# ---- wave_sequencer ----
Fig. 1: wave_sequencer, the metal 1 layer
Scale bar: 100 microns. Supply wires on this layer in gray.
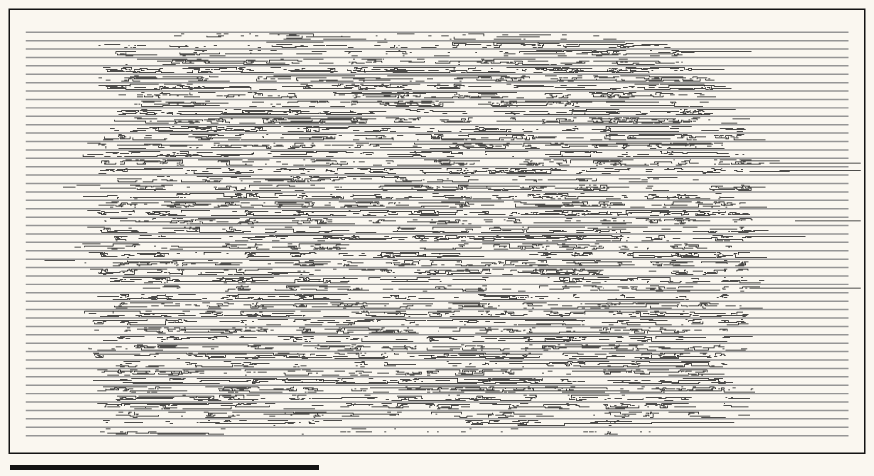

File: src/rtl/wave_seq_pkg.sv
// wave_seq_pkg: shared types and constants for the waveform sequencer.
// Holds the FSM state encoding, the generator waveform-select codes and
// the field layout of a packed table entry {sel, freq, dwell}.
package wave_seq_pkg;

    typedef enum logic [1:0] {
        ST_IDLE    = 2'd0,
        ST_LOAD    = 2'd1,
        ST_RUN     = 2'd2,
        ST_WAIT_ZC = 2'd3
    } state_t;

    localparam logic [1:0] SEL_SINE = 2'd0;
    localparam logic [1:0] SEL_COS  = 2'd1;
    localparam logic [1:0] SEL_TRI  = 2'd2;
    localparam logic [1:0] SEL_SQR  = 2'd3;

    // Table entry packing: dwell occupies the low bits, freq above it,
    // the two select bits on top.
    localparam int CFG_SEL_W     = 2;
    localparam int CFG_DWELL_LSB = 0;

    function automatic int cfg_freq_lsb(input int dwell_w);
        return CFG_DWELL_LSB + dwell_w;
    endfunction

    function automatic int cfg_sel_lsb(input int dwell_w, input int freq_w);
        return CFG_DWELL_LSB + dwell_w + freq_w;
    endfunction

endpackage

File: src/rtl/wave_seq_zc_det.sv
// wave_seq_zc_det: rising zero-crossing detector on a signed sample stream.
// The previous sample's sign bit is held in a flop; zc is high in the cycle
// where the previous sample was negative and the current one is not.
module wave_seq_zc_det #(
    parameter int width = 12
) (
    input  logic             clock,
    input  logic             resetn,
    input  logic [width-1:0] sample,
    output logic             zc
);

    logic prev_msb_r;

    // Sign history; reset treats the previous sample as non-negative.
    always_ff @(posedge clock or negedge resetn) begin
        if (!resetn) begin
            prev_msb_r <= 1'b0;
        end else begin
            prev_msb_r <= sample[width-1];
        end
    end

    assign zc = prev_msb_r & ~sample[width-1];

endmodule

File: src/rtl/wave_sequencer.sv
// wave_sequencer: replays a small table of {waveform, frequency, dwell}
// entries into the CORDIC generator. Entry changes wait for a rising zero
// crossing of the generator output (or happen at once for a freq=0 entry).
// Optional feature macro: WAVE_SEQ_LOOP_EN -- when defined the sequence
// wraps from the last entry back to entry 0 forever and done never pulses.
module wave_sequencer
    import wave_seq_pkg::*;
#(
    parameter int width      = 12,
    parameter int freq_width = 13,
    parameter int DEPTH      = 8,
    parameter int DWELL_W    = 18,
    parameter int AW         = $clog2(DEPTH)
) (
    input  logic                                 clock,
    input  logic                                 resetn,
    input  logic                                 cfg_we,
    input  logic [AW-1:0]                        cfg_addr,
    input  logic [CFG_SEL_W+freq_width+DWELL_W-1:0] cfg_wdata,
    input  logic [AW-1:0]                        cfg_last,
    input  logic                                 start,
    input  logic                                 stop,
    input  logic [width-1:0]                     sample,
    output logic [freq_width-1:0]                freq,
    output logic [1:0]                           waveform_sel,
    output logic [AW-1:0]                        entry,
    output logic                                 busy,
    output logic                                 done
);

    localparam int DATA_W   = CFG_SEL_W + freq_width + DWELL_W;
    localparam int FREQ_LSB = cfg_freq_lsb(DWELL_W);
    localparam int SEL_LSB  = cfg_sel_lsb(DWELL_W, freq_width);
    localparam logic [DWELL_W-1:0] DWELL_ONE = {{(DWELL_W-1){1'b0}}, 1'b1};

    logic [DATA_W-1:0]     table_r [DEPTH];
    state_t                state_r;
    logic [AW-1:0]         idx_r;
    logic [DWELL_W-1:0]    dwell_r;

    logic                  zc_s;
    logic [DATA_W-1:0]     rd_s;
    logic [DWELL_W-1:0]    rd_dwell_s;
    logic [freq_width-1:0] rd_freq_s;
    logic [1:0]            rd_sel_s;
    logic                  exit_s;
    logic                  last_s;

    wave_seq_zc_det #(.width(width)) u_zc_det (
        .clock  (clock),
        .resetn (resetn),
        .sample (sample),
        .zc     (zc_s)
    );

    assign rd_s       = table_r[idx_r];
    assign rd_dwell_s = rd_s[CFG_DWELL_LSB +: DWELL_W];
    assign rd_freq_s  = rd_s[FREQ_LSB +: freq_width];
    assign rd_sel_s   = rd_s[SEL_LSB +: CFG_SEL_W];

    // A silent entry (freq=0) never crosses zero, so it leaves without one.
    assign exit_s = (freq == {freq_width{1'b0}}) | zc_s;
    assign last_s = (idx_r >= cfg_last);

    // Entry table: one write per cycle in any state; a same-cycle LOAD
    // sees the old word because the read happens before this edge lands.
    always_ff @(posedge clock or negedge resetn) begin
        if (!resetn) begin
            for (int i = 0; i < DEPTH; i++) begin
                table_r[i] <= {DATA_W{1'b0}};
            end
        end else if (cfg_we) begin
            table_r[cfg_addr] <= cfg_wdata;
        end
    end

    // Sequencer FSM with registered generator-facing outputs.
    always_ff @(posedge clock or negedge resetn) begin
        if (!resetn) begin
            state_r      <= ST_IDLE;
            idx_r        <= {AW{1'b0}};
            dwell_r      <= {DWELL_W{1'b0}};
            freq         <= {freq_width{1'b0}};
            waveform_sel <= SEL_SINE;
            entry        <= {AW{1'b0}};
            busy         <= 1'b0;
            done         <= 1'b0;
        end else begin
            done <= 1'b0;
            if (stop) begin
                state_r      <= ST_IDLE;
                freq         <= {freq_width{1'b0}};
                waveform_sel <= SEL_SINE;
                entry        <= {AW{1'b0}};
                busy         <= 1'b0;
            end else begin
                case (state_r)
                    ST_IDLE: begin
                        if (start) begin
                            idx_r   <= {AW{1'b0}};
                            busy    <= 1'b1;
                            state_r <= ST_LOAD;
                        end
                    end
                    ST_LOAD: begin
                        freq         <= rd_freq_s;
                        waveform_sel <= rd_sel_s;
                        dwell_r      <= (rd_dwell_s == {DWELL_W{1'b0}}) ? DWELL_ONE : rd_dwell_s;
                        entry        <= idx_r;
                        state_r      <= ST_RUN;
                    end
                    ST_RUN: begin
                        if (dwell_r == DWELL_ONE) begin
                            state_r <= ST_WAIT_ZC;
                        end else begin
                            dwell_r <= dwell_r - DWELL_ONE;
                        end
                    end
                    ST_WAIT_ZC: begin
                        if (exit_s) begin
                            if (!last_s) begin
                                idx_r   <= idx_r + {{(AW-1){1'b0}}, 1'b1};
                                state_r <= ST_LOAD;
                            end else begin
`ifdef WAVE_SEQ_LOOP_EN
                                idx_r   <= {AW{1'b0}};
                                state_r <= ST_LOAD;
`else
                                done         <= 1'b1;
                                busy         <= 1'b0;
                                freq         <= {freq_width{1'b0}};
                                waveform_sel <= SEL_SINE;
                                entry        <= {AW{1'b0}};
                                state_r      <= ST_IDLE;
`endif
                            end
                        end
                    end
                    default: begin
                        state_r      <= ST_IDLE;
                        freq         <= {freq_width{1'b0}};
                        waveform_sel <= SEL_SINE;
                        entry        <= {AW{1'b0}};
                        busy         <= 1'b0;
                    end
                endcase
            end
        end
    end

endmodule

File: config.mk
export PLATFORM = sky130hd
export DESIGN_NAME = wave_sequencer
export DESIGN_NICKNAME = d
export VERILOG_FILES = /design/src/rtl/wave_seq_pkg.sv /design/src/rtl/wave_seq_zc_det.sv /design/src/rtl/wave_sequencer.sv
export SDC_FILE = /design/constraint.sdc
export NUM_CORES = 1
export LEC_CHECK = 0
export ABC_AREA = 1
export CAP_MARGIN = 20
export CORE_ASPECT_RATIO = 0.5
export CORE_MARGIN = 5
export CORE_UTILIZATION = 41
export CTS_CLUSTER_SIZE = 24
export DETAILED_ROUTE_END_ITERATION = 7
export PLACE_DENSITY = 0.61
export SKIP_CTS_REPAIR_TIMING = 1
export SLEW_MARGIN = 20
export SYNTH_ARGS = -nofsm -noshare
export SYNTH_HDL_FRONTEND = slang
export SYNTH_SLANG_ARGS = --single-unit
File: constraint.sdc
create_clock -name clock -period 5.6 [get_ports clock]
set_clock_uncertainty 0.05 [all_clocks]
set_input_delay 0.56 -clock clock [delete_from_list [all_inputs] [get_ports clock]]
set_output_delay 0.56 -clock clock [all_outputs]
set_load 0.005 [all_outputs]
# ---- query_frame_tx ----
File: src/rtl/query_frame_tx_pkg.sv
// Shared definitions for the Gen2 reader command framers.
// Holds command codes, Query field layout, frame widths, the framer state
// encoding and the CRC5 preset/polynomial.
package query_frame_tx_pkg;

  localparam int unsigned CMD_CODE_W = 4;
  localparam int unsigned FIELD_W    = 13;
  localparam int unsigned CMD_W      = CMD_CODE_W + FIELD_W;  // 17
  localparam int unsigned CRC_W      = 5;
  localparam int unsigned FRAME_W    = CMD_W + CRC_W;         // 22
  localparam int unsigned CNT_W      = 5;

  // Command codes (QueryRep/QueryAdj are for later framers)
  localparam logic [3:0] CMD_QUERY    = 4'b1000;
  localparam logic [1:0] CMD_QUERYREP = 2'b00;
  localparam logic [3:0] CMD_QUERYADJ = 4'b1001;

  // Bit offsets (LSB) of each Query field inside the 13-bit field word
  localparam int unsigned OFS_Q       = 0;
  localparam int unsigned OFS_TARGET  = 4;
  localparam int unsigned OFS_SESSION = 5;
  localparam int unsigned OFS_SEL     = 7;
  localparam int unsigned OFS_TREXT   = 9;
  localparam int unsigned OFS_M       = 10;
  localparam int unsigned OFS_DR      = 12;

  // CRC5 = x^5 + x^3 + 1, preset 01001, not inverted
  localparam logic [CRC_W-1:0] CRC5_PRESET = 5'b01001;
  localparam logic [CRC_W-1:0] CRC5_POLY   = 5'b01001;

  typedef enum logic [1:0] {
    ST_IDLE = 2'd0,
    ST_CMD  = 2'd1,
    ST_CRC  = 2'd2,
    ST_DONE = 2'd3
  } state_t;

  // Query field word, MSB first as transmitted
  typedef struct packed {
    logic       dr;
    logic [1:0] m;
    logic       trext;
    logic [1:0] sel;
    logic [1:0] session;
    logic       target;
    logic [3:0] q;
  } query_fields_t;

endpackage

File: src/rtl/crc5.sv
// Bit-serial Gen2 CRC5 generator/checker.
// Ports: clk; clr (sync, active-high, loads PRESET); in_dat/in_vld (one
// message bit per cycle when in_vld); crc (running register; reads zero
// after a frame with its own CRC appended has been fed through).
module crc5
  import query_frame_tx_pkg::*;
#(
  parameter logic [CRC_W-1:0] PRESET = CRC5_PRESET,
  parameter logic [CRC_W-1:0] POLY   = CRC5_POLY
) (
  input  logic             clk,
  input  logic             clr,
  input  logic             in_dat,
  input  logic             in_vld,
  output logic [CRC_W-1:0] crc
);

  logic fb_c;

  assign fb_c = crc[CRC_W-1] ^ in_dat;

  // MSB-first LFSR; clear has priority over data
  always_ff @(posedge clk) begin
    if (clr) begin
      crc <= PRESET;
    end else if (in_vld) begin
      crc <= {crc[CRC_W-2:0], 1'b0} ^ (fb_c ? POLY : '0);
    end
  end

endmodule

File: src/rtl/query_frame_tx.sv
// EPC Gen2 Query frame serializer: {command code, 13 field bits, CRC5},
// streamed MSB first, one bit per out_vld/out_rdy handshake.
// Ports: clk, rst (async, active-low); start (sampled in IDLE only);
// dr, m, trext, sel, session, target, q (Query fields, latched at start);
// out_dat/out_vld/out_rdy (bit stream to the PIE encoder);
// busy (start acceptance through the done pulse); done (frame complete).
module query_frame_tx
  import query_frame_tx_pkg::*;
#(
  parameter logic [CMD_CODE_W-1:0] CMD_CODE = CMD_QUERY
) (
  input  logic       clk,
  input  logic       rst,
  input  logic       start,
  input  logic       dr,
  input  logic [1:0] m,
  input  logic       trext,
  input  logic [1:0] sel,
  input  logic [1:0] session,
  input  logic       target,
  input  logic [3:0] q,
  output logic       out_dat,
  output logic       out_vld,
  input  logic       out_rdy,
  output logic       busy,
  output logic       done
);

  state_t             state, state_nxt;
  logic [CNT_W-1:0]   cnt, cnt_nxt;
  logic [CMD_W-1:0]   cmd_sr, cmd_sr_nxt;
  logic [CRC_W-1:0]   crc_sr, crc_sr_nxt;
  logic               out_dat_nxt, out_vld_nxt, busy_nxt, done_nxt;

  query_fields_t      fields_c;
  logic [CMD_W-1:0]   cmd_word_c;
  logic               start_acc_c;
  logic               xfer_c;
  logic               crc_in_vld_c;
  logic               crc_clr_c;
  logic [CRC_W-1:0]   crc_val;

  assign fields_c    = query_fields_t'({dr, m, trext, sel, session, target, q});
  assign cmd_word_c  = {CMD_CODE, fields_c};
  assign start_acc_c = (state == ST_IDLE) && start;
  assign xfer_c      = out_vld && out_rdy;
  // Held in clear throughout reset so every frame starts from the preset
  assign crc_clr_c   = start_acc_c || !rst;

  crc5 u_crc5 (
    .clk    (clk),
    .clr    (crc_clr_c),
    .in_dat (out_dat),
    .in_vld (crc_in_vld_c),
    .crc    (crc_val)
  );

  // State and registered outputs
  always_ff @(posedge clk or negedge rst) begin
    if (!rst) begin
      state   <= ST_IDLE;
      cnt     <= '0;
      cmd_sr  <= '0;
      crc_sr  <= '0;
      out_dat <= 1'b0;
      out_vld <= 1'b0;
      busy    <= 1'b0;
      done    <= 1'b0;
    end else begin
      state   <= state_nxt;
      cnt     <= cnt_nxt;
      cmd_sr  <= cmd_sr_nxt;
      crc_sr  <= crc_sr_nxt;
      out_dat <= out_dat_nxt;
      out_vld <= out_vld_nxt;
      busy    <= busy_nxt;
      done    <= done_nxt;
    end
  end

  // Next state, datapath and output values. Shift registers rotate rather
  // than shift so the latched word stays whole; only the MSB is ever sent.
  always_comb begin
    state_nxt    = state;
    cnt_nxt      = cnt;
    cmd_sr_nxt   = cmd_sr;
    crc_sr_nxt   = crc_sr;
    out_dat_nxt  = out_dat;
    out_vld_nxt  = out_vld;
    busy_nxt     = busy;
    done_nxt     = 1'b0;
    crc_in_vld_c = 1'b0;

    case (state)
      ST_IDLE: begin
        busy_nxt = 1'b0;
        if (start) begin
          state_nxt   = ST_CMD;
          cnt_nxt     = '0;
          cmd_sr_nxt  = cmd_word_c;
          out_dat_nxt = cmd_word_c[CMD_W-1];
          out_vld_nxt = 1'b1;
          busy_nxt    = 1'b1;
        end
      end

      ST_CMD: begin
        if (!out_vld) begin
          // Bubble cycle: CRC register now holds the final value
          state_nxt   = ST_CRC;
          cnt_nxt     = '0;
          crc_sr_nxt  = crc_val;
          out_dat_nxt = crc_val[CRC_W-1];
          out_vld_nxt = 1'b1;
        end else if (xfer_c) begin
          crc_in_vld_c = 1'b1;
          cmd_sr_nxt   = {cmd_sr[CMD_W-2:0], cmd_sr[CMD_W-1]};
          if (cnt == CNT_W'(CMD_W - 1)) begin
            out_vld_nxt = 1'b0;
            out_dat_nxt = 1'b0;
          end else begin
            cnt_nxt     = cnt + CNT_W'(1);
            out_dat_nxt = cmd_sr[CMD_W-2];
          end
        end
      end

      ST_CRC: begin
        if (xfer_c) begin
          crc_sr_nxt = {crc_sr[CRC_W-2:0], crc_sr[CRC_W-1]};
          if (cnt == CNT_W'(CRC_W - 1)) begin
            state_nxt   = ST_DONE;
            cnt_nxt     = '0;
            out_vld_nxt = 1'b0;
            out_dat_nxt = 1'b0;
          end else begin
            cnt_nxt     = cnt + CNT_W'(1);
            out_dat_nxt = crc_sr[CRC_W-2];
          end
        end
      end

      ST_DONE: begin
        // done shows in the following (IDLE) cycle, busy drops after it
        state_nxt = ST_IDLE;
        done_nxt  = 1'b1;
      end

      default: state_nxt = ST_IDLE;
    endcase
  end

endmodule

File: config.mk
export PLATFORM = sky130hd
export DESIGN_NAME = query_frame_tx
export DESIGN_NICKNAME = d
export VERILOG_FILES = /design/src/rtl/query_frame_tx_pkg.sv /design/src/rtl/crc5.sv /design/src/rtl/query_frame_tx.sv
export SDC_FILE = /design/constraint.sdc
export NUM_CORES = 1
export LEC_CHECK = 0
export CAP_MARGIN = 20
export CORE_MARGIN = 2
export CORE_UTILIZATION = 30
export DETAILED_ROUTE_END_ITERATION = 10
export PLACE_DENSITY = 0.5
export SYNTH_ARGS = -nofsm -noshare
export SYNTH_HDL_FRONTEND = slang
export SYNTH_SLANG_ARGS = --single-unit
export TNS_END_PERCENT = 50
File: constraint.sdc
create_clock -name clk -period 1.95 [get_ports clk]
set_clock_uncertainty 0.15 [all_clocks]
set_input_delay 0.39 -clock clk [delete_from_list [all_inputs] [get_ports clk]]
set_output_delay 0.39 -clock clk [all_outputs]
set_load 0.005 [all_outputs]
# ---- alu_inst_encoder_flat ----
--- config.mk ---
export PLATFORM = sky130hd
export DESIGN_NAME = alu_inst_encoder_flat
export DESIGN_NICKNAME = d
export VERILOG_FILES = /design/src/rtl/alu_inst_encoder_if.sv /design/src/rtl/alu_inst_encoder.sv /design/src/flat_wrapper.sv
export SDC_FILE = /design/constraint.sdc
export NUM_CORES = 1
export LEC_CHECK = 0
export CAP_MARGIN = 20
export CORE_MARGIN = 3
export CORE_UTILIZATION = 54
export DETAILED_ROUTE_END_ITERATION = 12
export PLACE_DENSITY = 0.85
export SYNTH_ARGS = -nofsm -noshare
export SYNTH_HDL_FRONTEND = slang
export SYNTH_SLANG_ARGS = --single-unit
--- constraint.sdc ---
create_clock -name clk -period 3.5 [get_ports clk]
set_input_delay 0.7 -clock clk [delete_from_list [all_inputs] [get_ports clk]]
set_output_delay 0.7 -clock clk [all_outputs]
set_load 0.02 [all_outputs]
--- src/rtl/alu_inst_encoder_if.sv ---
// Request/response bundle for the ALU instruction encoder.
// The master side issues requests and consumes words. The slave side is the encoder.
interface alu_inst_encoder_if;
    logic        in_valid;
    logic        in_ready;
    logic [2:0]  in_alu_op;
    logic        in_use_imm;
    logic [4:0]  in_rd;
    logic [4:0]  in_rs1;
    logic [4:0]  in_rs2;
    logic [11:0] in_imm;
    logic        out_valid;
    logic        out_ready;
    logic [31:0] out_inst;
    logic        err;
    logic [7:0]  err_cnt;

    modport master (
        output in_valid, in_alu_op, in_use_imm, in_rd, in_rs1, in_rs2, in_imm, out_ready,
        input  in_ready, out_valid, out_inst, err, err_cnt
    );

    modport slave (
        input  in_valid, in_alu_op, in_use_imm, in_rd, in_rs1, in_rs2, in_imm, out_ready,
        output in_ready, out_valid, out_inst, err, err_cnt
    );
endinterface

--- src/rtl/alu_inst_encoder.sv ---
// Encodes abstract ALU requests into RV32I R/I-type words through a 2-entry FIFO.
// Requests that have no encoding are dropped and counted in a sticky error flag and a saturating counter.
module alu_inst_encoder (
    input logic           clk,
    input logic           rst,
    alu_inst_encoder_if.slave bus
);
    localparam logic [2:0] OP_SUB = 3'b000;
    localparam logic [2:0] OP_ADD = 3'b001;
    localparam logic [2:0] OP_AND = 3'b010;
    localparam logic [2:0] OP_OR  = 3'b011;
    localparam logic [2:0] OP_XOR = 3'b100;
    localparam logic [2:0] OP_SRL = 3'b101;
    localparam logic [2:0] OP_SL  = 3'b110;
    localparam logic [2:0] OP_SRA = 3'b111;

    localparam logic [6:0] OPC_REG = 7'b0110011;
    localparam logic [6:0] OPC_IMM = 7'b0010011;
    localparam logic [6:0] F7_ALT  = 7'b0100000;

    logic [1:0][31:0] mem;
    logic [1:0]       cnt;
    logic             wptr, rptr;
    logic [7:0]       err_cnt_q;
    logic             err_q;

    logic        legal;
    logic [31:0] word;
    logic        accept, push, pop;

    // Operand 2 is either rs2 or the immediate. For shifts, only the 5-bit shamt is placed.
    always_comb begin
        legal = 1'b0;
        word  = '0;
        if (bus.in_use_imm) begin
            case (bus.in_alu_op)
                OP_ADD: begin
                    legal = 1'b1;
                    word  = {bus.in_imm, bus.in_rs1, 3'b000, bus.in_rd, OPC_IMM};
                end
                OP_SL: begin
                    legal = 1'b1;
                    word  = {7'b0, bus.in_imm[4:0], bus.in_rs1, 3'b001, bus.in_rd, OPC_IMM};
                end
                OP_SRL: begin
                    legal = 1'b1;
                    word  = {7'b0, bus.in_imm[4:0], bus.in_rs1, 3'b101, bus.in_rd, OPC_IMM};
                end
                OP_SRA: begin
                    legal = 1'b1;
                    word  = {F7_ALT, bus.in_imm[4:0], bus.in_rs1, 3'b101, bus.in_rd, OPC_IMM};
                end
                default: legal = 1'b0;
            endcase
        end else begin
            case (bus.in_alu_op)
                OP_ADD: begin
                    legal = 1'b1;
                    word  = {7'b0, bus.in_rs2, bus.in_rs1, 3'b000, bus.in_rd, OPC_REG};
                end
                OP_SUB: begin
                    legal = 1'b1;
                    word  = {F7_ALT, bus.in_rs2, bus.in_rs1, 3'b000, bus.in_rd, OPC_REG};
                end
                OP_XOR: begin
                    legal = 1'b1;
                    word  = {7'b0, bus.in_rs2, bus.in_rs1, 3'b100, bus.in_rd, OPC_REG};
                end
                OP_OR: begin
                    legal = 1'b1;
                    word  = {7'b0, bus.in_rs2, bus.in_rs1, 3'b110, bus.in_rd, OPC_REG};
                end
                OP_AND: begin
                    legal = 1'b1;
                    word  = {7'b0, bus.in_rs2, bus.in_rs1, 3'b111, bus.in_rd, OPC_REG};
                end
                default: legal = 1'b0;
            endcase
        end
    end

    assign bus.in_ready  = (cnt != 2'd2);
    assign bus.out_valid = (cnt != 2'd0);
    assign bus.out_inst  = mem[rptr];
    assign bus.err       = err_q;
    assign bus.err_cnt   = err_cnt_q;

    assign accept = bus.in_valid && bus.in_ready;
    assign push   = accept && legal;
    assign pop    = bus.out_valid && bus.out_ready;

    always_ff @(posedge clk) begin
        if (rst) begin
            mem       <= '0;
            cnt       <= 2'd0;
            wptr      <= 1'b0;
            rptr      <= 1'b0;
            err_q     <= 1'b0;
            err_cnt_q <= 8'd0;
        end else begin
            if (push) begin
                mem[wptr] <= word;
                wptr      <= ~wptr;
            end
            if (pop)
                rptr <= ~rptr;
            case ({push, pop})
                2'b10:   cnt <= cnt + 2'd1;
                2'b01:   cnt <= cnt - 2'd1;
                default: cnt <= cnt;
            endcase
            if (accept && !legal) begin
                err_q <= 1'b1;
                if (err_cnt_q != 8'd255)
                    err_cnt_q <= err_cnt_q + 8'd1;
            end
        end
    end
endmodule

--- src/flat_wrapper.sv ---
// flat-port wrapper written by rule: the top's interface ports become plain ports
module alu_inst_encoder_flat 
  (clk, rst, bus_in_valid, bus_in_alu_op, bus_in_use_imm, bus_in_rd, bus_in_rs1, bus_in_rs2, bus_in_imm, bus_out_ready, bus_in_ready, bus_out_valid, bus_out_inst, bus_err, bus_err_cnt);
  alu_inst_encoder_if bus_i ();
  input logic clk;
  input logic rst;
  input wire logic [$bits(bus_i.in_valid)-1:0] bus_in_valid;
  input wire logic [$bits(bus_i.in_alu_op)-1:0] bus_in_alu_op;
  input wire logic [$bits(bus_i.in_use_imm)-1:0] bus_in_use_imm;
  input wire logic [$bits(bus_i.in_rd)-1:0] bus_in_rd;
  input wire logic [$bits(bus_i.in_rs1)-1:0] bus_in_rs1;
  input wire logic [$bits(bus_i.in_rs2)-1:0] bus_in_rs2;
  input wire logic [$bits(bus_i.in_imm)-1:0] bus_in_imm;
  input wire logic [$bits(bus_i.out_ready)-1:0] bus_out_ready;
  output wire logic [$bits(bus_i.in_ready)-1:0] bus_in_ready;
  output wire logic [$bits(bus_i.out_valid)-1:0] bus_out_valid;
  output wire logic [$bits(bus_i.out_inst)-1:0] bus_out_inst;
  output wire logic [$bits(bus_i.err)-1:0] bus_err;
  output wire logic [$bits(bus_i.err_cnt)-1:0] bus_err_cnt;
  assign bus_i.in_valid = bus_in_valid;
  assign bus_i.in_alu_op = bus_in_alu_op;
  assign bus_i.in_use_imm = bus_in_use_imm;
  assign bus_i.in_rd = bus_in_rd;
  assign bus_i.in_rs1 = bus_in_rs1;
  assign bus_i.in_rs2 = bus_in_rs2;
  assign bus_i.in_imm = bus_in_imm;
  assign bus_i.out_ready = bus_out_ready;
  assign bus_in_ready = bus_i.in_ready;
  assign bus_out_valid = bus_i.out_valid;
  assign bus_out_inst = bus_i.out_inst;
  assign bus_err = bus_i.err;
  assign bus_err_cnt = bus_i.err_cnt;
  alu_inst_encoder u_core (.clk(clk), .rst(rst), .bus(bus_i));
endmodule
# ---- halloween_show_sequencer ----
--- src/rtl/halloween_show_sequencer.sv ---
// Triggered four-slot show sequencer: steps a latched opcode program with a
// programmable dwell per step and drives registered color, sound and effect.
module halloween_show_sequencer #(
  parameter int DWELL_W = 8
) (
  input  logic               clk_i,
  input  logic               rst_i,
  input  logic               on_i,
  input  logic [15:0]        prog_data_i,
  input  logic               prog_load_i,
  input  logic [DWELL_W-1:0] dwell_i,
  input  logic               trig_i,
  output logic               busy_o,
  output logic [1:0]         slot_o,
  output logic [1:0]         color_o,
  output logic [2:0]         sound_o,
  output logic [2:0]         effect_o,
  output logic               done_o,
  output logic               err_o
);

  typedef enum logic [2:0] {IDLE, ARMED, ISSUE, HOLD, DONE} state_e;

  typedef struct packed {
    logic       setColor;
    logic [1:0] color;
    logic [2:0] sound;
    logic [2:0] effect;
    logic       isReset;
    logic       illegal;
  } decode_t;

  localparam logic [3:0] OP_ON     = 4'b0000;
  localparam logic [3:0] OP_RESET  = 4'b0001;
  localparam logic [3:0] OP_GREEN  = 4'b0100;
  localparam logic [3:0] OP_PURPLE = 4'b0101;
  localparam logic [3:0] OP_ORANGE = 4'b0110;
  localparam logic [3:0] OP_SCREAM = 4'b1000;
  localparam logic [3:0] OP_CACKLE = 4'b1001;
  localparam logic [3:0] OP_BOO    = 4'b1010;
  localparam logic [3:0] OP_HANDS  = 4'b1100;
  localparam logic [3:0] OP_JAW    = 4'b1101;
  localparam logic [3:0] OP_FOG    = 4'b1110;

  // Effect field stays zero for every non-effect op, which is what clears it.
  function automatic decode_t decodeOp(input logic [3:0] op);
    decode_t d;
    d = '0;
    case (op)
      OP_ON:     d = '0;
      OP_RESET:  d.isReset = 1'b1;
      OP_GREEN:  begin d.setColor = 1'b1; d.color = 2'b01; end
      OP_PURPLE: begin d.setColor = 1'b1; d.color = 2'b10; end
      OP_ORANGE: begin d.setColor = 1'b1; d.color = 2'b11; end
      OP_SCREAM: d.sound = 3'b001;
      OP_CACKLE: d.sound = 3'b010;
      OP_BOO:    d.sound = 3'b100;
      OP_HANDS:  d.effect = 3'b001;
      OP_JAW:    d.effect = 3'b010;
      OP_FOG:    d.effect = 3'b100;
      default:   d.illegal = 1'b1;
    endcase
    return d;
  endfunction

  state_e               state_q, state_d;
  logic [15:0]          prog_q, prog_d;
  logic [1:0]           slot_q, slot_d;
  logic [DWELL_W-1:0]   cnt_q, cnt_d;
  logic [1:0]           color_q, color_d;
  logic [2:0]           sound_q, sound_d;
  logic [2:0]           effect_q, effect_d;
  logic                 err_q, err_d;

  logic [3:0]           curOp;
  decode_t              opDec;
  logic                 progEmpty;
  logic                 loadOk;
  logic                 startRun;
  logic                 lastStep;

  assign curOp     = prog_q[{slot_q, 2'b00} +: 4];
  assign opDec     = decodeOp(curOp);
  assign progEmpty = (prog_q == '0);
  assign loadOk    = prog_load_i && ((state_q == IDLE) || (state_q == ARMED));
  // A load in the same cycle as a trigger takes priority and drops the trigger.
  assign startRun  = on_i && (state_q == ARMED) && trig_i && !prog_load_i && !progEmpty;
  assign lastStep  = (slot_q == 2'd3) || opDec.isReset;

  always_ff @(posedge clk_i) begin
    if (!rst_i) begin
      state_q <= IDLE;
    end else begin
      state_q <= state_d;
    end
  end

  always_comb begin
    state_d = state_q;
    if (!on_i) begin
      state_d = IDLE;
    end else begin
      case (state_q)
        IDLE:    state_d = ARMED;
        ARMED:   if (startRun) state_d = ISSUE;
        ISSUE:   state_d = HOLD;
        HOLD:    if (cnt_q == '0) state_d = lastStep ? DONE : ISSUE;
        DONE:    state_d = ARMED;
        default: state_d = IDLE;
      endcase
    end
  end

  always_comb begin
    prog_d   = loadOk ? prog_data_i : prog_q;
    slot_d   = slot_q;
    cnt_d    = cnt_q;
    color_d  = color_q;
    sound_d  = '0;
    effect_d = effect_q;
    err_d    = err_q;
    if (!on_i) begin
      slot_d   = '0;
      cnt_d    = '0;
      color_d  = '0;
      effect_d = '0;
    end else begin
      case (state_q)
        ARMED: begin
          if (startRun) slot_d = '0;
        end
        ISSUE: begin
          cnt_d    = dwell_i;
          sound_d  = opDec.sound;
          effect_d = opDec.effect;
          if (opDec.setColor) color_d = opDec.color;
          if (opDec.isReset) color_d = '0;
          if (opDec.illegal) err_d = 1'b1;
        end
        HOLD: begin
          if (cnt_q != '0) begin
            cnt_d = cnt_q - DWELL_W'(1);
          end else if (!lastStep) begin
            slot_d = slot_q + 2'd1;
          end
        end
        DONE: begin
          color_d  = '0;
          effect_d = '0;
        end
        default: begin
          slot_d = slot_q;
        end
      endcase
    end
  end

  always_ff @(posedge clk_i) begin
    if (!rst_i) begin
      prog_q   <= '0;
      slot_q   <= '0;
      cnt_q    <= '0;
      color_q  <= '0;
      sound_q  <= '0;
      effect_q <= '0;
      err_q    <= 1'b0;
    end else begin
      prog_q   <= prog_d;
      slot_q   <= slot_d;
      cnt_q    <= cnt_d;
      color_q  <= color_d;
      sound_q  <= sound_d;
      effect_q <= effect_d;
      err_q    <= err_d;
    end
  end

  always_comb begin
    busy_o   = (state_q == ISSUE) || (state_q == HOLD) || (state_q == DONE);
    done_o   = (state_q == DONE);
    slot_o   = slot_q;
    color_o  = color_q;
    sound_o  = sound_q;
    effect_o = effect_q;
    err_o    = err_q;
  end

endmodule

--- config.mk ---
export PLATFORM = sky130hd
export DESIGN_NAME = halloween_show_sequencer
export DESIGN_NICKNAME = d
export VERILOG_FILES = /design/src/rtl/halloween_show_sequencer.sv
export SDC_FILE = /design/constraint.sdc
export NUM_CORES = 1
export LEC_CHECK = 0
export CAP_MARGIN = 40
export CORE_ASPECT_RATIO = 1.25
export CORE_UTILIZATION = 50
export CTS_BUF_LIST = sky130_fd_sc_hd__clkbuf_4 sky130_fd_sc_hd__clkbuf_8
export DETAILED_ROUTE_END_ITERATION = 8
export PLACE_DENSITY_LB_ADDON = 0.05
export SYNTH_ARGS = -nofsm -noshare
export SYNTH_HDL_FRONTEND = slang
export SYNTH_SLANG_ARGS = --single-unit
--- constraint.sdc ---
create_clock -name clk_i -period 2.35 [get_ports clk_i]
set_input_delay 0.235 -clock clk_i [delete_from_list [all_inputs] [get_ports clk_i]]
set_output_delay 0.235 -clock clk_i [all_outputs]
set_load 0.02 [all_outputs]
Fig. 2: query_frame_tx, logic cells by family
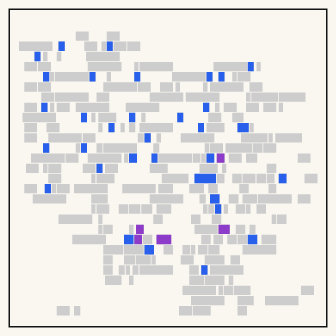
inverting AOI/OAI gates -> blue  # cells 33
AND and OR gates -> purple  # cells 5
logic share of the area: 0.3796
most frequent logic cell in the layout: dfrtp_1
fin cells: 316

Fig. 3: query_frame_tx, the metal 1 layer
Scale bar: 20 microns. Supply wires on this layer in gray.
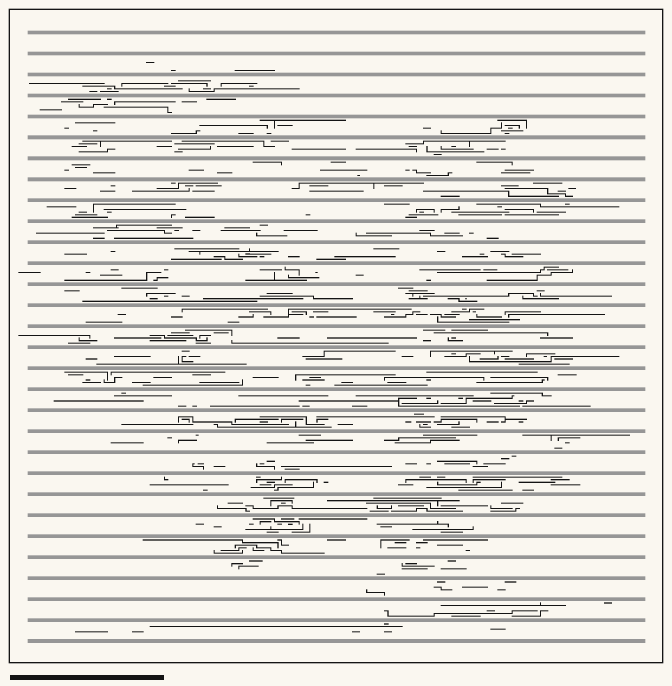
longest straight run = 32.7 microns
wire length on this layer = 2130 microns
main direction = horizontal
final wirelength: 4.323 mm
M1 GR Usage: 0.1712

==> flow_metrics.tcl, query_frame_tx <==
# place-and-route summary
set metrics [dict create \
    outcome "complete, but fails checks" \
    violations "setup timing" \
    clk_pin_slew_ps 80 \
    layout-drive-gt1-share 0.2259 \
    utilization 0.4082 \
    switching_share 0.3771 \
    final-setup-viol-count 1 \
    fin_area_sq_um 2577 \
    synth.comb.largest_family "AND-OR/OR-AND gates" \
    hold_buffers 1 \
    io_pins 21 \
    fin_crit_ps 1950 \
    endpoint_kind "register" \
    maxCapViolCount 0 \
    io_buffers 20 \
    drt_iter0_markers 66 \
    p_switching_mw 1.538 \
    post-place-ws_ps -239.9 \
    adder_share 0.04505 \
    synth-xor-area-share 0.009009 \
    insertion_delay_ps 280 \
    setup_ws_ps -0.4283 \
    powerComb_mw 2.26 \
]
==> query_frame_tx: state kept, by name, summed over array words and instances, names as in the netlist <==
signal	flops
out_dat	1
state	2
cmd_sr	17
done	1
out_vld	1
cnt	5
busy	1
u_crc5.crc	5
crc_sr	5
==> query_frame_tx: synthesized netlist by cell type (3+ instances only) <==
cell,instances
dfxtp_1,5
ha_1,7
mux2_2,4
nand2_1,8
or3_1,3
o21ai_0,4
a21oi_1,20
buf_2,5
dfrtp_1,33
nand3_1,6
a22o_1,3
nand2b_1,3
inv_1,10
mux2i_1,22
nor2_1,24
==> query_frame_tx: layout make-up <==
class	count	area (sq um)	area share
multi-input combinational	133	978.4	0.3796
sequential	38	925.9	0.3592
timing repair buffer	50	456.7	0.1772
tap	77	96.34	0.03738
clock buffer	6	72.57	0.02816
inverter	10	37.54	0.01456
clock inverter	2	10.01	0.003883
==> query_frame_tx: layer usage <==
| metal | vias to the layer above | wire length, microns | GRT usage |
|---|---|---|---|
| li1 | 771 | - | - |
| met1 | 726 | 2131 | 0.1712 |
| met2 | 24 | 2014 | 0.1933 |
| met3 | 2 | 154 | 0.02950 |
| met4 | 0 | 22 | 0.03463 |
| met5 | - | 0 | 0 |
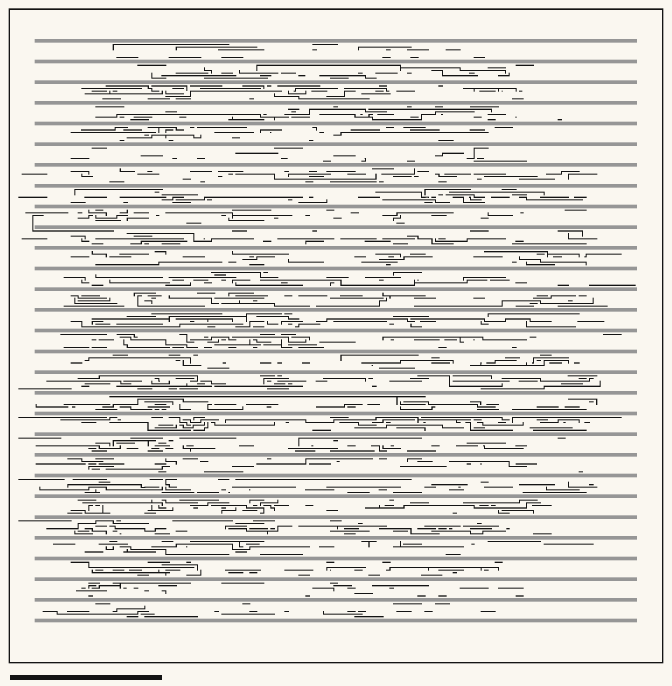
Fig. 4. The metal 1 layer (alu_inst_encoder_flat).
Scale bar: 20 microns. Supply wires on this layer in gray.
main direction = horizontal
longest straight run = 41.4 microns
share of all routed wire = 45%
final wirelength: 7.198 mm
vias: 2637

Fig. 5: alu_inst_encoder_flat, clock nets
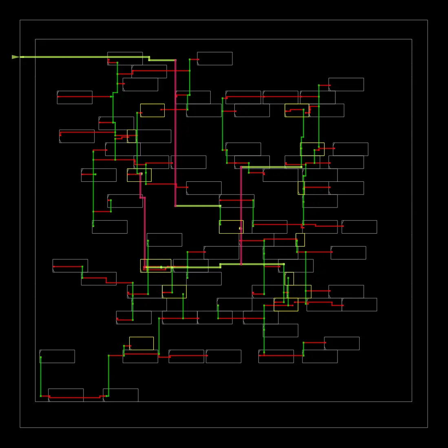
Flops: 67
CTS buffer count: 9
Layout Skew: 5.423 ps
Clock group: 534 uW

==> flow_metrics.tcl, alu_inst_encoder_flat <==
# place-and-route summary
set metrics [dict create \
    power.leakage_nw 1.749 \
    pwr_density_cell_nw_per_um2 437.8 \
    dp_cells 481 \
    track_usage 0.2024 \
    critPathArrivalTime_ps 2230 \
    cp_data_required_time_ps 2800 \
    finalSetupTns_ps 0 \
    p_int_mw 1.341 \
    drv_slew 0 \
    endpoint_kind "output pin" \
    yosys_cells 353 \
    area_leaders "dfxtp_1 (39%), mux2_2 (12%), mux2i_1 (11%), nand2b_1 (9.3%), nor2b_1 (2.9%)" \
    post-place-ws_ps 506.5 \
    n_fill_cell 455 \
    crit_fanout 18 \
    ys_seq_share 0.3917 \
    ir_drop_v 0.0002833 \
    critical-path-top-delay-family "buffers and inverters" \
    r2r-start "u_core.cnt[0]$_SDFFE_PP0P_" \
    ys.flops 67 \
    grt_max_degree 76 \
    tool_warnings 26 \
    hpwlAfterDp_mm 5.016 \
    outcome "finished clean" \
    hold_class "reg2reg" \
    hold_buffers 0 \
    gp_congestion 0.7529 \
    routed_via_density 5.317 \
    grt_pass1_vias 2655 \
    insertion_delay_ps 330 \
    clkPwrFrac 0.282 \
    syn_area_sq_um 3425 \
    startpoint "u_core.rptr$_SDFFE_PP0P_" \
    cp_cell_sequence "buf_12 > mux2_2 > clkdlybuf4s50_1" \
    mostFrequentLayoutCell "clkdlybuf4s50_1" \
]
-- alu_inst_encoder_flat: logic make-up after synthesis --
logic type,Yosys count,share of synthesized area
compound gates,31,0.05298
xor+xnor,4,0.01023
fa+ha+maj,2,0.007306
buf+inv,33,0.05188
flops,67,0.3917
mux,82,0.2554
other cells,1,0.001095
simple gates,133,0.2295
-- alu_inst_encoder_flat: routing by layer --
metal  GRT usage  up-vias  routed length, microns
met5           0        -                       0
met4     0.07338        0                     126
met1      0.2443     1229                    3247
met3     0.04995       13                     259
met2      0.3489       55                    3565
li1            -     1340                       -
-- alu_inst_encoder_flat: final cells by class --
cell class              count  area (sq um)  area share
clock inverters             3         15.01    0.003471
repair buffers             82         808.3      0.1869
inverters                   2         7.507    0.001736
flip-flops and latches     67          1341      0.3101
multi-input cells         255          1914      0.4426
well taps                  75         93.84     0.02170
clock buffers              12         145.1     0.03356
-- alu_inst_encoder_flat: state kept, by name (all words and copies together) (netlist names) --
name,cells
u_core.rptr,1
u_core.cnt,2
u_core.bus.err,1
u_core.mem,54
u_core.bus.err_cnt,8
u_core.wptr,1
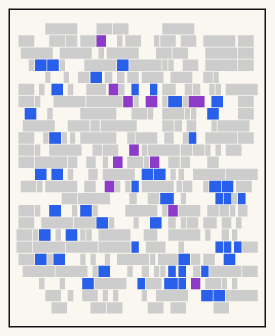
Fig. 6. Logic cells by family (halloween_show_sequencer).
AND and OR gates -> purple  # cells 11
inverting AOI/OAI gates -> blue  # cells 48, where all over the die
logic share of the area: 0.4381
most frequent logic cell in the layout: nand2_1
fin cells: 314

Fig. 7: halloween_show_sequencer, the metal 1 layer
Scale bar: 20 microns. Supply wires on this layer in gray.
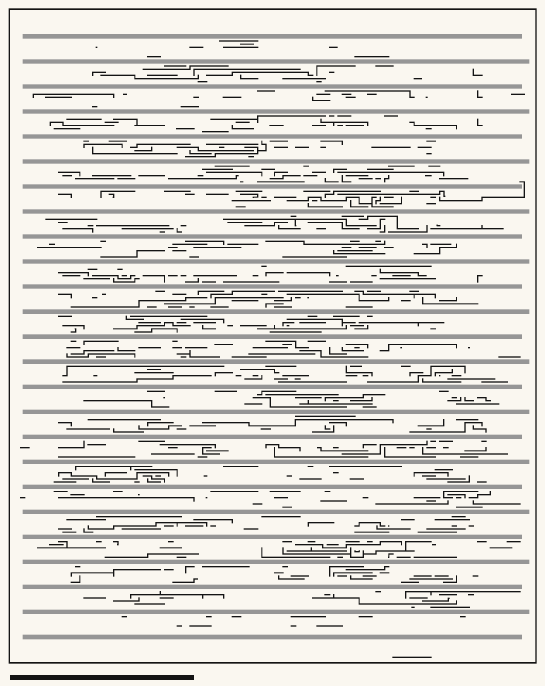
main direction = horizontal
share of all routed wire = 43%
wire length on this layer = 1770 microns
longest straight run = 17.0 microns
nets with wire on the layer = 266
vias: 1769
M1 GR Usage: 0.2702
final wirelength: 4.123 mm

==> flow_metrics.tcl, halloween_show_sequencer <==
# place-and-route summary
set metrics [dict create \
    outcome "complete, but fails checks" \
    violations "DRC" \
    final-setup-viol-count 0 \
    synth-xor-area-share 0 \
    seq_share 0.3108 \
    async_reset_ff_frac 0 \
    wl_met2_mm 2.134 \
    drt_iter0_markers 84 \
    num_rows 24 \
    yosys_area_sq_um 1897 \
    wl_per_cell_microns 13.13 \
    cp_cell_sequence "nand2b_1 > a21o_1 > nand2_1 > clkdlybuf4s50_1" \
    drc 8 \
    reg.largest.list "prog_q: 16 flops, cnt_q: 8 flops" \
    regArea_sq_um 760.7 \
    htreeDepth 2 \
    insertion_delay_ps 290 \
    ys.flops 38 \
    fin_crit_ps 2072 \
    dominant_cells "multi-input combinational cells" \
]
## halloween_show_sequencer: power by group
part / internal, mW / total, mW / leakage [nW] / switching, mW
clock network: 0.236 / 0.467 / 0.0472 / 0.231
registers: 0.660 / 0.677 / 0.309 / 0.0167
logic: 0.0766 / 0.132 / 0.551 / 0.0550
## halloween_show_sequencer: metal layers
layer	global-route usage	up-vias
li1	-	908
met1	0.2702	810
met2	0.4118	43
met3	0.05667	8
met4	0.05420	0
met5	0	-
## halloween_show_sequencer: worst max-delay path, delay by kind of cell (launching register included)
kind / cells / cell delay, ps
and+or+nand+nor: 2 / 250
buffers and inverters: 1 / 590
DFF: 1 / 440
AOI/OAI and AO/OA: 1 / 260
## halloween_show_sequencer: path summary, 6_finish.rpt
check | slack, ps | end | from | depth (start not counted)
hold / removal | 460 | err_o$_SDFFE_PN0P_ | err_o$_SDFFE_PN0P_ | 1
setup / recovery | 280 | busy_o | state_q[1]$_SDFFE_PN0P_ | 4
hold reg to reg | 460 | err_o$_SDFFE_PN0P_ | err_o$_SDFFE_PN0P_ | 1
setup reg to reg | 280 | slot_o[1]$_SDFFE_PN0P_ | slot_o[0]$_SDFFE_PN0P_ | 5
Fig. 8: wave_sequencer, M2 wires
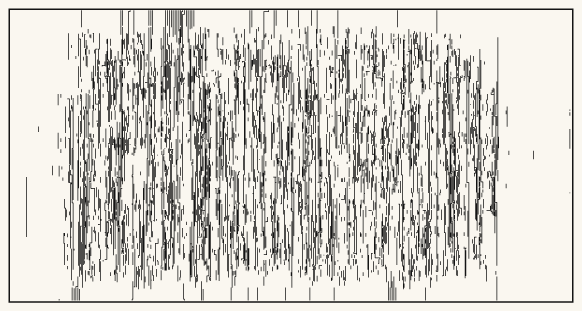
wire length on this layer = 17600 microns
longest straight run = 79.2 microns
main direction = vertical
nets with wire on the layer = 1378
share of all routed wire = 48%
met2 global-route usage: 0.3238
vias: 11.85k
final wirelength: 36.87 mm

## Picture notes: Fig. 1
wire length on this layer = 17300 microns
longest straight run = 55.7 microns
main direction = horizontal
nets with wire on the layer = 1747
share of all routed wire = 47%
M1 GR Usage: 0.2518

==> flow_metrics.tcl, wave_sequencer <==
# place-and-route summary
set metrics [dict create \
    outcome "complete, but fails checks" \
    violations "hold timing" \
    die_w_microns 276.4 \
    htreeDepth 1 \
    synthCells 1821 \
    path_depth 8 \
    period_used_share 0.5603 \
    grt_pass1_vias 11300 \
    yosys_area_sq_um 14550 \
    cp_cell_sequence "inv_1 > ha_1 > inv_2 > nand3_1 > nand2_1 > inv_1 > a21oi_1 > a22oi_1" \
    clock-sinks 308 \
    finalHoldViolations 10 \
    syn_area_sq_um 14550 \
    nNetsFinal 1885 \
    wl_per_cell_microns 15.92 \
    crit_slowest_cell "ha_1" \
    critical-path-top-delay-family "buffers and inverters" \
    grt_max_degree 118 \
    n_antenna_cell 0 \
    n_fill_cell 3403 \
    track_usage 0.1853 \
    gp_congestion 0.8154 \
    synth-main-ff-cell "dfrtp_1" \
    rsz0062_at_grt "no" \
    r2r_slack_ps 2460 \
    power.leakage_nw 7.730 \
    ir_drop_v 0.0002312 \
    cpMostUsedCell "inv_1" \
    regArea_sq_um 7712 \
    adder_share 0.009460 \
    r2r_end "dwell_r[3]$_DFFE_PN0P_" \
    top_cells_by_count "nand2_1 (486), o21ai_0 (350), dfrtp_1 (308)" \
    synth-xor-area-share 0.001204 \
    p_switching_mw 2.368 \
    final-setup-viol-count 0 \
    yosys_cells 1821 \
    hold_ws_ps -37.09 \
    grt_busiest_layer "met2" \
    core_sq_um 34770 \
    simple_gate_area_frac 0.2134 \
    num_rows 48 \
    path_buffers 3 \
    hold_class "in2async" \
    startpoint "state_r[0]$_DFFE_PN0P_" \
]
wave_sequencer: per-stage QoR:
| step | instance area (sq um) | std cells | hold slack [ps] | worst slack, ps |
|---|---|---|---|---|
| 6_report | 16370 | 2316 | -37.09 | 2462 |
| 5_1_grt | 16370 | 2316 | 77.32 | 2195 |
| 4_1_cts | 16370 | 2316 | 36.27 | 2464 |
| 3_5_place_dp | 15350 | 2261 | 418.0 | 2508 |
| 3_3_place_gp | 15350 | 2261 | 411.8 | 2546 |
| 2_1_floorplan | 14550 | 1821 | 214.4 | 3202 |
wave_sequencer: state kept, by name, summed over array words and instances, names as in the netlist:
register             count
table_r                264
dwell_r                 18
freq                    13
entry                    3
idx_r                    3
state_r                  2
waveform_sel             2
busy                     1
done                     1
u_zc_det.prev_msb_r      1
wave_sequencer: area by class of cell:
cell class	count	share of cell area
clock buffer	43	0.05494
clock inverter	12	0.007412
inverter	146	0.03354
multi-input combinational	1250	0.3491
sequential	308	0.4710
tap	475	0.03630
timing repair buffer	82	0.04768

==> notes/layouts.md <==
Pictures saved along the way, in no particular order.

Metal 3.
Plate I
Scale bar: 20 microns.
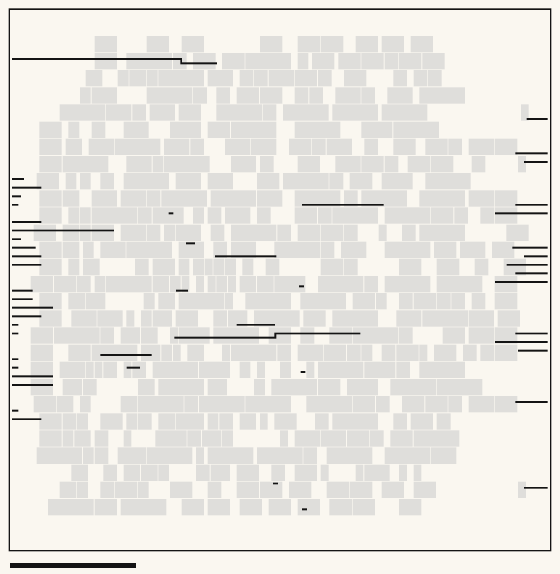
Plate II
Scale bar: 100 microns.
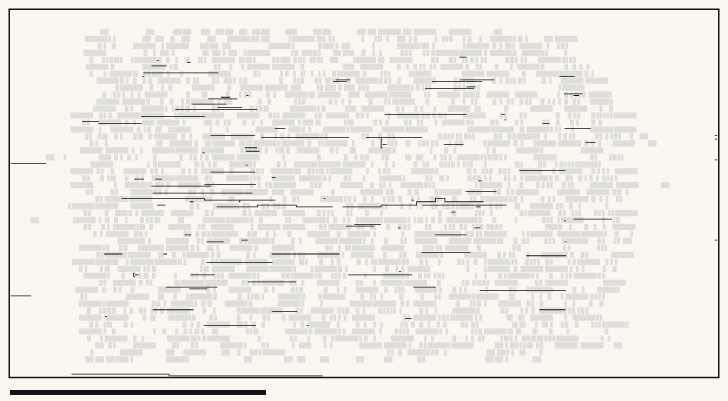
Plate III
Scale bar: 20 microns.
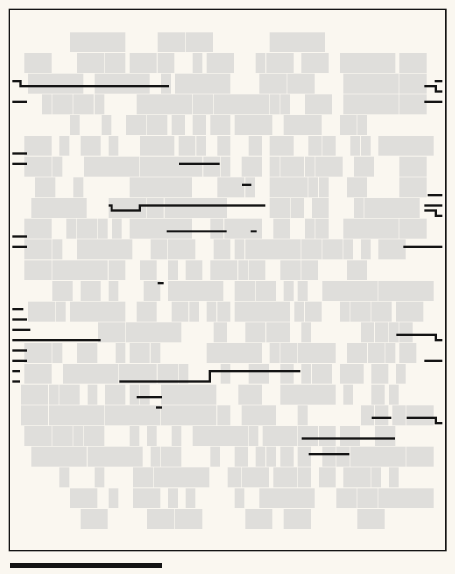
Plate IV
Scale bar: 20 microns.
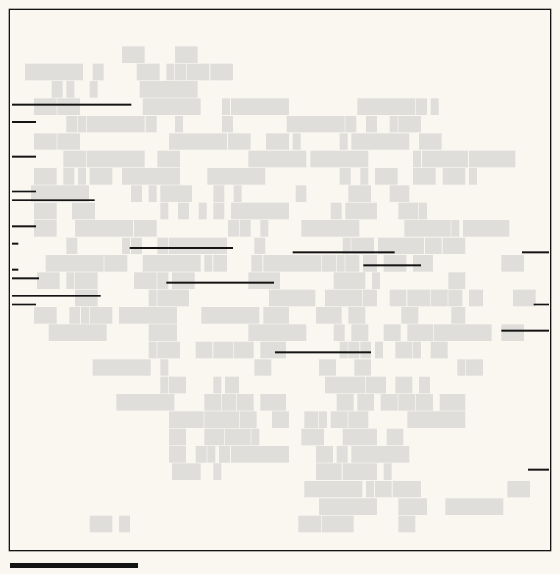
Of these, largest die: Plate II
alu_inst_encoder_flat -> Plate I
wave_sequencer -> Plate II
query_frame_tx -> Plate IV
halloween_show_sequencer -> Plate III



==> layout pictures side by side <==
Clock nets.
(a)
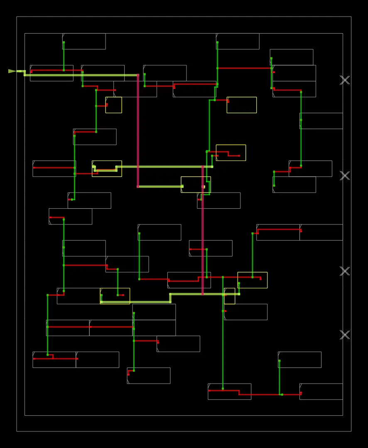
(b)
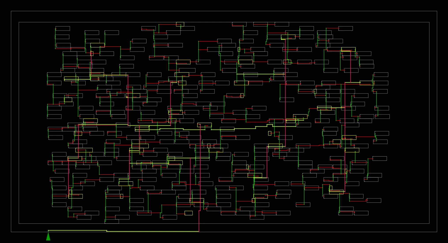
(c)
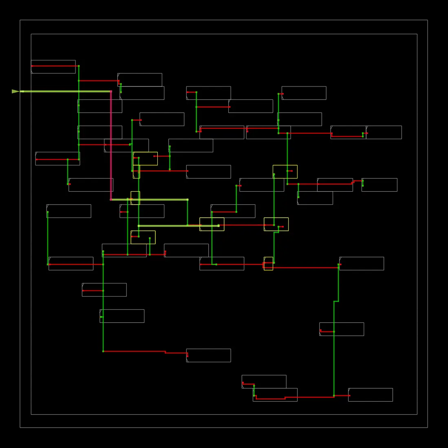
query_frame_tx: (c)
wave_sequencer: (b)
halloween_show_sequencer: (a)
- most clock buffers: (b)
- most sequential cells: (b)

Power is estimated from default activity; no workload was simulated.
